==================== player_controller
Fig. 1: player_controller, layout detail
Window x 39 to 59, y 6 to 26 µm. Cells in grey, sequential cells in the stronger grey; small squares are vias.
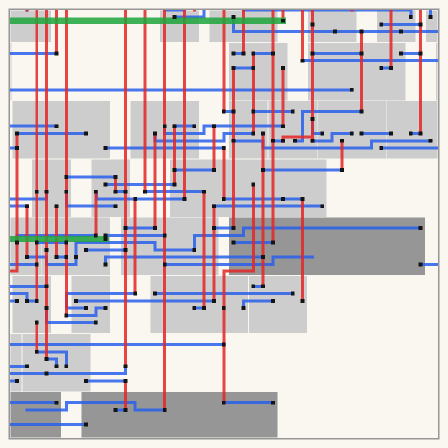

`config.mk`:
```
export PLATFORM = sky130hd
export DESIGN_NAME = player_controller
export DESIGN_NICKNAME = d
export VERILOG_FILES = /design/src/rtl/player_controller_pkg.sv /design/src/rtl/player_controller.sv
export SDC_FILE = /design/constraint.sdc
export NUM_CORES = 1
export LEC_CHECK = 0
export CAP_MARGIN = 20
export CORE_MARGIN = 2
export CORE_UTILIZATION = 50
export CTS_BUF_LIST = sky130_fd_sc_hd__clkbuf_2
export CTS_CLUSTER_DIAMETER = 60
export DETAILED_ROUTE_END_ITERATION = 7
export PLACE_DENSITY_LB_ADDON = 0.2
export SLEW_MARGIN = 20
export SYNTH_ARGS = -nofsm -noshare
export SYNTH_HDL_FRONTEND = slang
export SYNTH_SLANG_ARGS = --single-unit
```
`constraint.sdc`:
```
create_clock -name clk -period 8.7 [get_ports clk]
set_clock_uncertainty 0.05 [all_clocks]
set_input_delay 1.305 -clock clk [delete_from_list [all_inputs] [get_ports clk]]
set_output_delay 1.305 -clock clk [all_outputs]
set_load 0.05 [all_outputs]
```
`src/rtl/player_controller_pkg.sv`:
```
// player_controller_pkg: shared state encoding and player physics defaults for the dino game.
// Collision and render logic import this so they agree on the player height range.
package player_controller_pkg;
  typedef enum logic [2:0] {
    IDLE = 3'd0,
    RUN  = 3'd1,
    DUCK = 3'd2,
    JUMP = 3'd3,
    FALL = 3'd4,
    DEAD = 3'd5
  } state_t;
  localparam int DEF_HEIGHT_W       = 6;
  localparam int DEF_VEL_W          = 5;
  localparam int DEF_JUMP_VEL       = 10;
  localparam int DEF_GRAVITY        = 1;
  localparam int DEF_FAST_FALL_GRAV = 3;
  localparam int DEF_ANIM_TICKS     = 6;
endpackage

```
`src/rtl/player_controller.sv`:
```
// player_controller: turns start/up/down strobes into run/jump/duck/fast-fall/dead player motion.
// Ports: clk, rst_n (async, active-low); game_tick frame strobe; button_start/up/down and crash
// sampled on game_tick; game_frozen, player_y, player_ducking, player_airborne, run_frame
// and jump_pulse (one clk on jump launch) out, all from registered state.
module player_controller
  import player_controller_pkg::*;
#(
  parameter int HEIGHT_W       = DEF_HEIGHT_W,
  parameter int VEL_W          = DEF_VEL_W,
  parameter int JUMP_VEL       = DEF_JUMP_VEL,
  parameter int GRAVITY        = DEF_GRAVITY,
  parameter int FAST_FALL_GRAV = DEF_FAST_FALL_GRAV,
  parameter int ANIM_TICKS     = DEF_ANIM_TICKS
) (
  input  logic                clk,
  input  logic                rst_n,
  input  logic                game_tick,
  input  logic                button_start,
  input  logic                button_up,
  input  logic                button_down,
  input  logic                crash,
  output logic                game_frozen,
  output logic [HEIGHT_W-1:0] player_y,
  output logic                player_ducking,
  output logic                player_airborne,
  output logic                run_frame,
  output logic                jump_pulse
);
  // Common width wide enough to hold y+vel or vel+gravity without overflow.
  localparam int XW = (HEIGHT_W > VEL_W ? HEIGHT_W : VEL_W) + 1;
  localparam int AW = ANIM_TICKS > 1 ? $clog2(ANIM_TICKS) : 1;
  localparam logic [HEIGHT_W-1:0] Y_MAX = '1;
  localparam logic [VEL_W-1:0] VEL_MAX = '1;

  state_t              r_state, w_state_n;
  logic [HEIGHT_W-1:0] r_y, w_y_n;
  logic [VEL_W-1:0]    r_vel, w_vel_n;
  logic [AW-1:0]       r_anim, w_anim_n;
  logic                r_frame, w_frame_n;
  logic                r_jp, w_jp_n;
  logic [XW-1:0]       w_y_sum, w_vel_up_x;
  logic [VEL_W-1:0]    w_vel_dn, w_vel_up;
  logic                w_active, w_anim_wrap;

  always_ff @(posedge clk or negedge rst_n) begin
    if (!rst_n) begin
      r_state <= IDLE;
      r_y     <= '0;
      r_vel   <= '0;
      r_anim  <= '0;
      r_frame <= 1'b0;
      r_jp    <= 1'b0;
    end else begin
      r_state <= w_state_n;
      r_y     <= w_y_n;
      r_vel   <= w_vel_n;
      r_anim  <= w_anim_n;
      r_frame <= w_frame_n;
      r_jp    <= w_jp_n;
    end
  end

  always_comb begin
    w_state_n   = r_state;
    w_y_n       = r_y;
    w_vel_n     = r_vel;
    w_anim_n    = r_anim;
    w_frame_n   = r_frame;
    w_jp_n      = 1'b0;
    w_active    = (r_state == RUN) || (r_state == DUCK) || (r_state == JUMP) || (r_state == FALL);
    w_anim_wrap = r_anim == AW'(ANIM_TICKS - 1);
    // Saturating rise, decay and fall-acceleration terms.
    w_y_sum     = XW'(r_y) + XW'(r_vel);
    w_vel_dn    = r_vel > VEL_W'(GRAVITY) ? r_vel - VEL_W'(GRAVITY) : '0;
    w_vel_up_x  = XW'(r_vel) + XW'(button_down ? FAST_FALL_GRAV : GRAVITY);
    w_vel_up    = w_vel_up_x > XW'(VEL_MAX) ? VEL_MAX : w_vel_up_x[VEL_W-1:0];
    if (game_tick) begin
      if (w_active && crash) begin
        w_state_n = DEAD;
      end else if (!w_active && button_start) begin
        w_state_n = RUN;
        w_y_n     = '0;
        w_vel_n   = '0;
        w_anim_n  = '0;
        w_frame_n = 1'b0;
      end else begin
        case (r_state)
          RUN, DUCK: begin
            w_anim_n  = w_anim_wrap ? '0 : r_anim + AW'(1);
            w_frame_n = w_anim_wrap ? ~r_frame : r_frame;
            w_state_n = button_up ? JUMP : (button_down ? DUCK : RUN);
            w_vel_n   = button_up ? VEL_W'(JUMP_VEL) : r_vel;
            w_jp_n    = button_up;
          end
          JUMP: begin
            // Down aborts the rise: velocity restarts from zero at the current height.
            w_y_n     = button_down ? r_y : (w_y_sum > XW'(Y_MAX) ? Y_MAX : w_y_sum[HEIGHT_W-1:0]);
            w_vel_n   = button_down ? '0 : w_vel_dn;
            w_state_n = (button_down || w_vel_dn == '0) ? FALL : JUMP;
          end
          FALL: begin
            if (XW'(w_vel_up) >= XW'(r_y)) begin
              w_y_n     = '0;
              w_vel_n   = '0;
              w_state_n = button_down ? DUCK : RUN;
            end else begin
              w_y_n   = r_y - HEIGHT_W'(w_vel_up);
              w_vel_n = w_vel_up;
            end
          end
          default: ;
        endcase
      end
    end
  end

  assign game_frozen     = (r_state == IDLE) || (r_state == DEAD);
  assign player_y        = r_y;
  assign player_ducking  = r_state == DUCK;
  assign player_airborne = (r_state == JUMP) || (r_state == FALL);
  assign run_frame       = r_frame;
  assign jump_pulse      = r_jp;
endmodule
```
==================== mem_port_arbiter_flat
===== config.mk =====
export PLATFORM = sky130hd
export DESIGN_NAME = mem_port_arbiter_flat
export DESIGN_NICKNAME = d
export VERILOG_FILES = /design/src/rtl/mem_port_arbiter_if.sv /design/src/rtl/mem_port_arbiter.sv /design/src/flat_wrapper.sv
export SDC_FILE = /design/constraint.sdc
export NUM_CORES = 1
export LEC_CHECK = 0
export CAP_MARGIN = 20
export CORE_AREA = 3 3 167 169
export CTS_CLUSTER_DIAMETER = 60
export CTS_CLUSTER_SIZE = 24
export DETAILED_ROUTE_END_ITERATION = 8
export DIE_AREA = 0 0 170 172
export PLACE_DENSITY_LB_ADDON = 0.3
export SLEW_MARGIN = 15
export SYNTH_ARGS = -nofsm -noshare
export SYNTH_HDL_FRONTEND = slang
export SYNTH_SLANG_ARGS = --single-unit
export TNS_END_PERCENT = 50

===== constraint.sdc =====
create_clock -name CLK -period 3.4 [get_ports CLK]
set_input_delay 0.68 -clock CLK [delete_from_list [all_inputs] [get_ports CLK]]
set_output_delay 0.68 -clock CLK [all_outputs]
set_load 0.02 [all_outputs]

===== src/rtl/mem_port_arbiter_if.sv =====
`default_nettype none
// ============================================================================
// Module   : mem_port_arbiter_if
// Purpose  : Client (inst/data) and memory-side signals of the port arbiter.
// Revision : 1.0 - initial release
// ============================================================================
interface mem_port_arbiter_if;
  logic        INST_RDEN;
  logic [31:0] INST_RIADDR;
  logic [31:0] INST_ROADDR;
  logic        INST_RVALID;
  logic [31:0] INST_RDATA;
  logic        INST_FLUSH;
  logic        DATA_RDEN;
  logic [31:0] DATA_RIADDR;
  logic [31:0] DATA_ROADDR;
  logic        DATA_RVALID;
  logic [31:0] DATA_RDATA;
  logic        DATA_WREN;
  logic [3:0]  DATA_WSTRB;
  logic [31:0] DATA_WADDR;
  logic [31:0] DATA_WDATA;
  logic        INST_WAIT;
  logic        DATA_WAIT;
  logic        MEM_RDEN;
  logic [31:0] MEM_RIADDR;
  logic [31:0] MEM_ROADDR;
  logic        MEM_RVALID;
  logic [31:0] MEM_RDATA;
  logic        MEM_WREN;
  logic [3:0]  MEM_WSTRB;
  logic [31:0] MEM_WADDR;
  logic [31:0] MEM_WDATA;
  logic        MEM_WAIT;

  // Arbiter view
  modport slave (
    input  INST_RDEN, INST_RIADDR, INST_FLUSH,
    input  DATA_RDEN, DATA_RIADDR, DATA_WREN, DATA_WSTRB, DATA_WADDR, DATA_WDATA,
    input  MEM_ROADDR, MEM_RVALID, MEM_RDATA, MEM_WAIT,
    output INST_ROADDR, INST_RVALID, INST_RDATA,
    output DATA_ROADDR, DATA_RVALID, DATA_RDATA,
    output INST_WAIT, DATA_WAIT,
    output MEM_RDEN, MEM_RIADDR, MEM_WREN, MEM_WSTRB, MEM_WADDR, MEM_WDATA
  );

  // Environment view (MMU channels plus memory)
  modport master (
    output INST_RDEN, INST_RIADDR, INST_FLUSH,
    output DATA_RDEN, DATA_RIADDR, DATA_WREN, DATA_WSTRB, DATA_WADDR, DATA_WDATA,
    output MEM_ROADDR, MEM_RVALID, MEM_RDATA, MEM_WAIT,
    input  INST_ROADDR, INST_RVALID, INST_RDATA,
    input  DATA_ROADDR, DATA_RVALID, DATA_RDATA,
    input  INST_WAIT, DATA_WAIT,
    input  MEM_RDEN, MEM_RIADDR, MEM_WREN, MEM_WSTRB, MEM_WADDR, MEM_WDATA
  );
endinterface
`default_nettype wire


===== src/rtl/mem_port_arbiter.sv =====
`default_nettype none
// ============================================================================
// Module   : mem_port_arbiter
// Purpose  : Shares one memory port between instruction and data channels,
//            one read outstanding, responses routed back to the issuer.
// Revision : 1.0 - initial release
// ============================================================================
module mem_port_arbiter #(
  parameter int STARVE_LIMIT = 4
) (
  input  logic                CLK,
  input  logic                RST,
  mem_port_arbiter_if.slave   bus
);
  localparam logic [3:0] c_STARVE_MAX = 4'(STARVE_LIMIT);

  typedef enum logic [1:0] {
    S_IDLE    = 2'd0,
    S_RD_INST = 2'd1,
    S_RD_DATA = 2'd2
  } state_t;

  typedef enum logic [1:0] {
    SEL_NONE = 2'd0,
    SEL_WR   = 2'd1,
    SEL_DRD  = 2'd2,
    SEL_IRD  = 2'd3
  } sel_t;

  state_t     r_state;
  sel_t       r_hold_sel;
  logic       r_hold_vld;
  logic [3:0] r_starve_cnt;
  logic       r_drop;

  logic w_resp;
  logic w_can_issue;
  logic w_hold_ok;
  sel_t w_sel;
  logic w_acc;
  logic w_inst_acc;
  logic w_data_acc;
  logic w_inst_rvalid;
  logic w_data_rvalid;

  always_comb begin
    w_resp      = (r_state != S_IDLE) && bus.MEM_RVALID;
    w_can_issue = !RST && ((r_state == S_IDLE) || w_resp);
    w_hold_ok   = r_hold_vld &&
                  (((r_hold_sel == SEL_WR)  && bus.DATA_WREN) ||
                   ((r_hold_sel == SEL_DRD) && bus.DATA_RDEN) ||
                   ((r_hold_sel == SEL_IRD) && bus.INST_RDEN));
    w_sel = SEL_NONE;
    if (w_can_issue) begin
      // A stalled winner keeps the port until memory takes it.
      if (w_hold_ok)
        w_sel = r_hold_sel;
      else if ((r_starve_cnt == c_STARVE_MAX) && bus.INST_RDEN)
        w_sel = SEL_IRD;
      else if (bus.DATA_WREN)
        w_sel = SEL_WR;
      else if (bus.DATA_RDEN)
        w_sel = SEL_DRD;
      else if (bus.INST_RDEN)
        w_sel = SEL_IRD;
    end
    w_acc         = (w_sel != SEL_NONE) && !bus.MEM_WAIT;
    w_inst_acc    = w_acc && (w_sel == SEL_IRD);
    w_data_acc    = w_acc && ((w_sel == SEL_WR) || (w_sel == SEL_DRD));
    w_inst_rvalid = (r_state == S_RD_INST) && bus.MEM_RVALID && !(r_drop || bus.INST_FLUSH);
    w_data_rvalid = (r_state == S_RD_DATA) && bus.MEM_RVALID;
  end

  assign bus.MEM_RDEN   = (w_sel == SEL_IRD) || (w_sel == SEL_DRD);
  assign bus.MEM_RIADDR = (w_sel == SEL_IRD) ? bus.INST_RIADDR :
                          (w_sel == SEL_DRD) ? bus.DATA_RIADDR : 32'd0;
  assign bus.MEM_WREN   = (w_sel == SEL_WR);
  assign bus.MEM_WSTRB  = (w_sel == SEL_WR) ? bus.DATA_WSTRB : 4'd0;
  assign bus.MEM_WADDR  = (w_sel == SEL_WR) ? bus.DATA_WADDR : 32'd0;
  assign bus.MEM_WDATA  = (w_sel == SEL_WR) ? bus.DATA_WDATA : 32'd0;

  assign bus.INST_WAIT  = !RST && bus.INST_RDEN && !w_inst_acc;
  assign bus.DATA_WAIT  = !RST && (bus.DATA_RDEN || bus.DATA_WREN) && !w_data_acc;

  assign bus.INST_RVALID = w_inst_rvalid;
  assign bus.INST_ROADDR = w_inst_rvalid ? bus.MEM_ROADDR : 32'd0;
  assign bus.INST_RDATA  = w_inst_rvalid ? bus.MEM_RDATA  : 32'd0;
  assign bus.DATA_RVALID = w_data_rvalid;
  assign bus.DATA_ROADDR = w_data_rvalid ? bus.MEM_ROADDR : 32'd0;
  assign bus.DATA_RDATA  = w_data_rvalid ? bus.MEM_RDATA  : 32'd0;

  always_ff @(posedge CLK or posedge RST) begin
    if (RST) begin
      r_state      <= S_IDLE;
      r_hold_vld   <= 1'b0;
      r_hold_sel   <= SEL_NONE;
      r_starve_cnt <= 4'd0;
      r_drop       <= 1'b0;
    end else begin
      if (w_can_issue) begin
        if (w_inst_acc)
          r_state <= S_RD_INST;
        else if (w_acc && (w_sel == SEL_DRD))
          r_state <= S_RD_DATA;
        else
          r_state <= S_IDLE;
      end

      r_hold_vld <= (w_sel != SEL_NONE) && bus.MEM_WAIT;
      r_hold_sel <= w_sel;

      if (!bus.INST_RDEN || w_inst_acc)
        r_starve_cnt <= 4'd0;
      else if (w_data_acc && (r_starve_cnt != c_STARVE_MAX))
        r_starve_cnt <= r_starve_cnt + 4'd1;

      // A flush in the accept cycle marks the new read, so it wins over the clear.
      if (w_inst_acc && bus.INST_FLUSH)
        r_drop <= 1'b1;
      else if ((r_state == S_RD_INST) && bus.MEM_RVALID)
        r_drop <= 1'b0;
      else if ((r_state == S_RD_INST) && bus.INST_FLUSH)
        r_drop <= 1'b1;
    end
  end
endmodule
`default_nettype wire


===== src/flat_wrapper.sv =====
// flat-port wrapper written by rule: the top's interface ports become plain ports
module mem_port_arbiter_flat 
#(
  parameter int STARVE_LIMIT = 4
)
  (CLK, RST, bus_INST_RDEN, bus_INST_RIADDR, bus_INST_FLUSH, bus_DATA_RDEN, bus_DATA_RIADDR, bus_DATA_WREN, bus_DATA_WSTRB, bus_DATA_WADDR, bus_DATA_WDATA, bus_MEM_ROADDR, bus_MEM_RVALID, bus_MEM_RDATA, bus_MEM_WAIT, bus_INST_ROADDR, bus_INST_RVALID, bus_INST_RDATA, bus_DATA_ROADDR, bus_DATA_RVALID, bus_DATA_RDATA, bus_INST_WAIT, bus_DATA_WAIT, bus_MEM_RDEN, bus_MEM_RIADDR, bus_MEM_WREN, bus_MEM_WSTRB, bus_MEM_WADDR, bus_MEM_WDATA);
  mem_port_arbiter_if bus_i ();
  input  logic CLK;
  input  logic RST;
  input wire logic [$bits(bus_i.INST_RDEN)-1:0] bus_INST_RDEN;
  input wire logic [$bits(bus_i.INST_RIADDR)-1:0] bus_INST_RIADDR;
  input wire logic [$bits(bus_i.INST_FLUSH)-1:0] bus_INST_FLUSH;
  input wire logic [$bits(bus_i.DATA_RDEN)-1:0] bus_DATA_RDEN;
  input wire logic [$bits(bus_i.DATA_RIADDR)-1:0] bus_DATA_RIADDR;
  input wire logic [$bits(bus_i.DATA_WREN)-1:0] bus_DATA_WREN;
  input wire logic [$bits(bus_i.DATA_WSTRB)-1:0] bus_DATA_WSTRB;
  input wire logic [$bits(bus_i.DATA_WADDR)-1:0] bus_DATA_WADDR;
  input wire logic [$bits(bus_i.DATA_WDATA)-1:0] bus_DATA_WDATA;
  input wire logic [$bits(bus_i.MEM_ROADDR)-1:0] bus_MEM_ROADDR;
  input wire logic [$bits(bus_i.MEM_RVALID)-1:0] bus_MEM_RVALID;
  input wire logic [$bits(bus_i.MEM_RDATA)-1:0] bus_MEM_RDATA;
  input wire logic [$bits(bus_i.MEM_WAIT)-1:0] bus_MEM_WAIT;
  output wire logic [$bits(bus_i.INST_ROADDR)-1:0] bus_INST_ROADDR;
  output wire logic [$bits(bus_i.INST_RVALID)-1:0] bus_INST_RVALID;
  output wire logic [$bits(bus_i.INST_RDATA)-1:0] bus_INST_RDATA;
  output wire logic [$bits(bus_i.DATA_ROADDR)-1:0] bus_DATA_ROADDR;
  output wire logic [$bits(bus_i.DATA_RVALID)-1:0] bus_DATA_RVALID;
  output wire logic [$bits(bus_i.DATA_RDATA)-1:0] bus_DATA_RDATA;
  output wire logic [$bits(bus_i.INST_WAIT)-1:0] bus_INST_WAIT;
  output wire logic [$bits(bus_i.DATA_WAIT)-1:0] bus_DATA_WAIT;
  output wire logic [$bits(bus_i.MEM_RDEN)-1:0] bus_MEM_RDEN;
  output wire logic [$bits(bus_i.MEM_RIADDR)-1:0] bus_MEM_RIADDR;
  output wire logic [$bits(bus_i.MEM_WREN)-1:0] bus_MEM_WREN;
  output wire logic [$bits(bus_i.MEM_WSTRB)-1:0] bus_MEM_WSTRB;
  output wire logic [$bits(bus_i.MEM_WADDR)-1:0] bus_MEM_WADDR;
  output wire logic [$bits(bus_i.MEM_WDATA)-1:0] bus_MEM_WDATA;
  assign bus_i.INST_RDEN = bus_INST_RDEN;
  assign bus_i.INST_RIADDR = bus_INST_RIADDR;
  assign bus_i.INST_FLUSH = bus_INST_FLUSH;
  assign bus_i.DATA_RDEN = bus_DATA_RDEN;
  assign bus_i.DATA_RIADDR = bus_DATA_RIADDR;
  assign bus_i.DATA_WREN = bus_DATA_WREN;
  assign bus_i.DATA_WSTRB = bus_DATA_WSTRB;
  assign bus_i.DATA_WADDR = bus_DATA_WADDR;
  assign bus_i.DATA_WDATA = bus_DATA_WDATA;
  assign bus_i.MEM_ROADDR = bus_MEM_ROADDR;
  assign bus_i.MEM_RVALID = bus_MEM_RVALID;
  assign bus_i.MEM_RDATA = bus_MEM_RDATA;
  assign bus_i.MEM_WAIT = bus_MEM_WAIT;
  assign bus_INST_ROADDR = bus_i.INST_ROADDR;
  assign bus_INST_RVALID = bus_i.INST_RVALID;
  assign bus_INST_RDATA = bus_i.INST_RDATA;
  assign bus_DATA_ROADDR = bus_i.DATA_ROADDR;
  assign bus_DATA_RVALID = bus_i.DATA_RVALID;
  assign bus_DATA_RDATA = bus_i.DATA_RDATA;
  assign bus_INST_WAIT = bus_i.INST_WAIT;
  assign bus_DATA_WAIT = bus_i.DATA_WAIT;
  assign bus_MEM_RDEN = bus_i.MEM_RDEN;
  assign bus_MEM_RIADDR = bus_i.MEM_RIADDR;
  assign bus_MEM_WREN = bus_i.MEM_WREN;
  assign bus_MEM_WSTRB = bus_i.MEM_WSTRB;
  assign bus_MEM_WADDR = bus_i.MEM_WADDR;
  assign bus_MEM_WDATA = bus_i.MEM_WDATA;
  mem_port_arbiter #(.STARVE_LIMIT(STARVE_LIMIT)) u_core (.CLK(CLK), .RST(RST), .bus(bus_i));
endmodule


==> screenshots <==
Routing congestion.
image #1
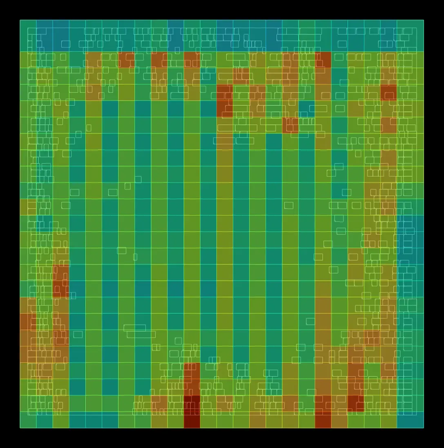
image #2
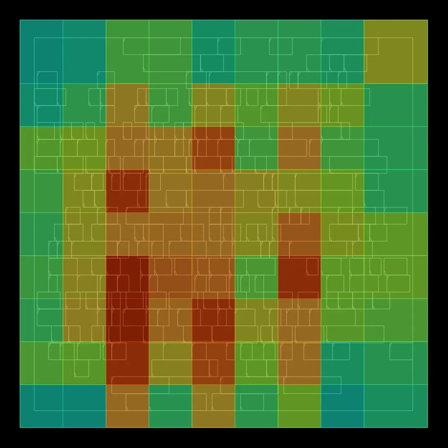
player_controller: image #2
mem_port_arbiter_flat: image #1
The one with the highest utilization is image #2.

Fig. 2: player_controller, sequential cells coloured by netlist name
Drawn at 8 px/µm. Other sequential cells in the stronger grey, the rest of the logic in the fainter grey.
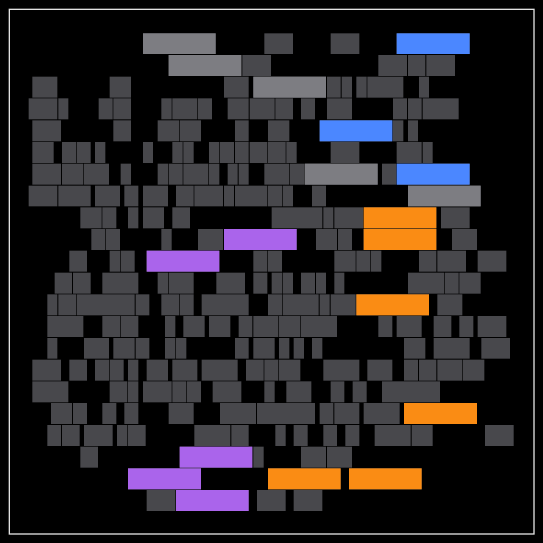
- purple: `r_vel` (sequential cells 5)
- orange: `player_y` (sequential cells 6)
- blue: `r_anim` (sequential cells 3)
- not coloured: 5
fraction of area in registers: 22.7%
final core utilization: 57.7%

## Picture notes: Fig. 1
- green: metal 3
- blue: metal 1
- red: metal 2
- most frequent: o21ai_0 (6), ha_1 (4)
- cells with their middle in the window: 25
- sequential cells in the window: 2
- netlist names of flops here include: `player_y` (2)

==> flow_results.xml, player_controller <==
<?xml version="1.0" encoding="UTF-8"?>
<metrics>
  <group name="run_status">
    <metric name="status" unit="">complete, no violations</metric>
  </group>
  <group name="finish">
    <metric name="final_cell_count_no_fill" unit="">288</metric>
  </group>
  <group name="logic_synthesis">
    <metric name="enable_flop_cells" unit="">0</metric>
    <metric name="netlist_top_cells_count" unit="">21 x o21ai_0, 19 x dfrtp_1, 17 x nor2_1</metric>
    <metric name="top_logic_kind" unit="">AND-OR/OR-AND gates</metric>
    <metric name="synth-xor-area-share" unit="%">2.79</metric>
    <metric name="simple_gate_share" unit="%">20.8</metric>
  </group>
  <group name="detailed_routing">
    <metric name="firstDrtPassIters" unit="">4</metric>
  </group>
  <group name="global_route">
    <metric name="antenna_violations_before_repair" unit="">0</metric>
    <metric name="grt_use_total" unit="%">23.5</metric>
    <metric name="grt_use_met3" unit="%">1.71</metric>
  </group>
  <group name="placement">
    <metric name="io_buffers" unit="">17</metric>
  </group>
  <group name="job">
    <metric name="openroad.warnings" unit="">27</metric>
  </group>
  <group name="floorplan">
    <metric name="fp_util" unit="%">51.9</metric>
  </group>
  <group name="pwr">
    <metric name="power_combinational" unit="mW">0.301</metric>
    <metric name="pwr-share-comb" unit="%">60.6</metric>
  </group>
  <group name="clocking">
    <metric name="clock_tree.buffer_depth" unit="">2</metric>
  </group>
  <group name="worst_setup_path">
    <metric name="kind_of_critical_path" unit="">in -&gt; reg</metric>
  </group>
</metrics>
player_controller: placed cells by master, fill, tap and decap left out, types with 7 or more instances in the layout:
cell type,netlist,final
a21o_1,7,7
a21oi_1,14,14
a22o_1,7,7
clkdlybuf4s50_1,0,17
dfrtp_1,19,19
ha_1,13,13
inv_1,14,14
nand2_1,15,15
nor2_1,17,17
nor2b_1,8,8
o21ai_0,21,21
player_controller: final timing paths:
| path | startpoint | to | slack [ns] |
|---|---|---|---|
| worst max-delay path | button_down | r_vel[3] | 4.30 |
| worst min-delay path | r_anim[0] | r_anim[0] | 0.47 |
| worst max register to register | r_vel[1] | r_vel[3] | 5.28 |
| worst min register to register | r_anim[0] | r_anim[0] | 0.47 |
| max in group asynchronous | rst_n | r_state[2] | 6.65 |
| min in group asynchronous | rst_n | r_vel[0] | 1.41 |
player_controller: registers in the layout, summed over array words and instances, names as in the netlist:
signal and cells:
r_anim 3, r_state 3, run_frame 1, r_vel 5, player_y 6, jump_pulse 1
player_controller: kinds of logic (layout without fill, tap and decap cells):
logic type / after synthesis / in the layout
compound gates: 88 / 88
simple gates: 73 / 73
buf+inv: 23 / 35
flops: 19 / 19
fa+ha+maj: 16 / 16
xor+xnor: 6 / 6
mux: 3 / 3
Fig. 3: mem_port_arbiter_flat, layout detail
Window x 118 to 138, y 33 to 53 µm. Cells in grey, sequential cells in the stronger grey; small squares are vias.
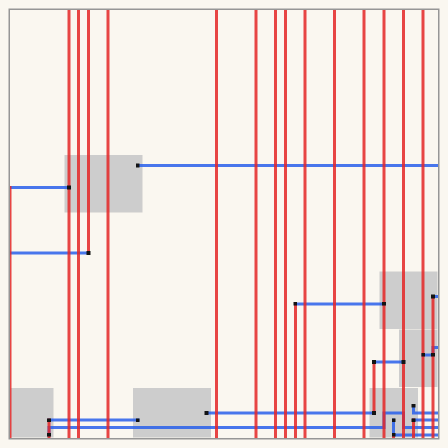
- red: metal 2
- blue: metal 1
- sequential cells in the window: 0
- cells with their middle in the window: 6
- most frequent: clkdlybuf4s50_1 (4), and2_1 (2)

==> flow_results.xml, mem_port_arbiter_flat <==
<?xml version="1.0" encoding="UTF-8"?>
<metrics>
  <group name="detailed_routing">
    <metric name="initialDrtViolationCount" unit="">144</metric>
    <metric name="ratio_of_routed_vias_to_standard_cells" unit="">3.59</metric>
    <metric name="residual_drc_count" unit="">0</metric>
    <metric name="routedLengthMet1" unit="µm">6580</metric>
  </group>
  <group name="job">
    <metric name="maxCapViolCount" unit="">0</metric>
  </group>
  <group name="worst_setup_path">
    <metric name="timing.critical_path.from_type" unit="">input port</metric>
    <metric name="rr_worst_depth" unit="">10</metric>
    <metric name="worst_setup_path_startpoint" unit="">bus_DATA_WREN</metric>
  </group>
  <group name="clocking">
    <metric name="cts.hold.buffers_added" unit="">0</metric>
    <metric name="clock_tree.buffer_depth" unit="">2</metric>
  </group>
  <group name="timing">
    <metric name="finalWorstSetupSlack" unit="ns">0.0403</metric>
  </group>
  <group name="floorplan">
    <metric name="die-width" unit="µm">170</metric>
    <metric name="fp_util" unit="%">9.07</metric>
    <metric name="boundaryPins" unit="">438</metric>
  </group>
  <group name="placement">
    <metric name="place.detailed.instances" unit="">1166</metric>
  </group>
  <group name="logic_synthesis">
    <metric name="yosys_warnings" unit="">0</metric>
    <metric name="top_cells_area" unit="">and2_1 51%, dfrtp_1 10%, nand2_1 10%</metric>
  </group>
  <group name="global_route">
    <metric name="grt_start_max_net_pins" unit="">66</metric>
  </group>
  <group name="finish">
    <metric name="sh_comb_area" unit="%">29.8</metric>
  </group>
  <group name="run_status">
    <metric name="status" unit="">complete, no violations</metric>
  </group>
  <group name="worst_hold_path">
    <metric name="timing.hold.worst_path_depth" unit="">2</metric>
    <metric name="min_to" unit="">u_core.r_drop</metric>
  </group>
</metrics>
mem_port_arbiter_flat: cell families (layout without fill, tap and decap cells):
logic type / after synthesis / in the layout
mux: 3 / 3
flops: 10 / 10
compound gates: 48 / 48
fa+ha+maj: 6 / 6
simple gates: 290 / 290
buf+inv: 38 / 474
mem_port_arbiter_flat: worst max-delay path, cell delays in order:
cell and delay (ns):
clkdlybuf4s50_1 0.45, buf_4 0.17, o311ai_2 0.41, ha_4 0.25
buf_12 0.16, nand2_1 0.06, o21ai_0 0.18, clkdlybuf4s15_2 0.30
mem_port_arbiter_flat: power groups by stage:
| stage | registers, mW | logic, mW | clock network [mW] |
|---|---|---|---|
| 6_report | 0.127 | 0.623 | 0.233 |
| 5_1_grt | 0.128 | 0.671 | 0.246 |
| 4_1_cts | 0.127 | 0.644 | 0.240 |
| 3_5_place_dp | 0.129 | 0.670 | 0 |
| 2_1_floorplan | 0.128 | 0.212 | 0 |
| 3_3_place_gp | 0.129 | 0.670 | 0 |
mem_port_arbiter_flat: state kept, by name, summed over array words and instances (netlist names):
name                 count
u_core.r_starve_cnt      4
u_core.r_hold_sel        2
u_core.r_state           2
u_core.r_drop            1
u_core.r_hold_vld        1


## Gallery

Wiring by layer.
shot_01.png
Drawn at 6 px/µm.
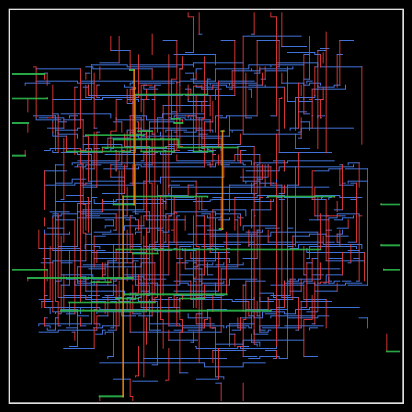
shot_02.png
Drawn at 2 px/µm.
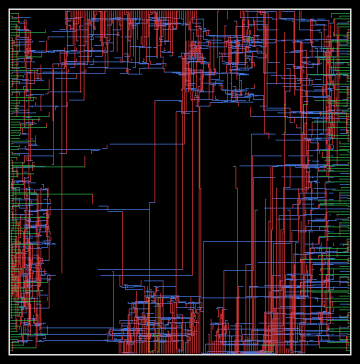
shot_01.png comes from player_controller.
shot_02.png comes from mem_port_arbiter_flat.
- largest die: shot_02.png

Key to shot_02.png:
- blue: metal 1 (wire length 6,580 µm)
- orange: metal 4 (wire length 151 µm)
- green: metal 3 (wire length 1,650 µm)
- red: metal 2 (wire length 10,400 µm)

Power is estimated from default activity; no workload was simulated.
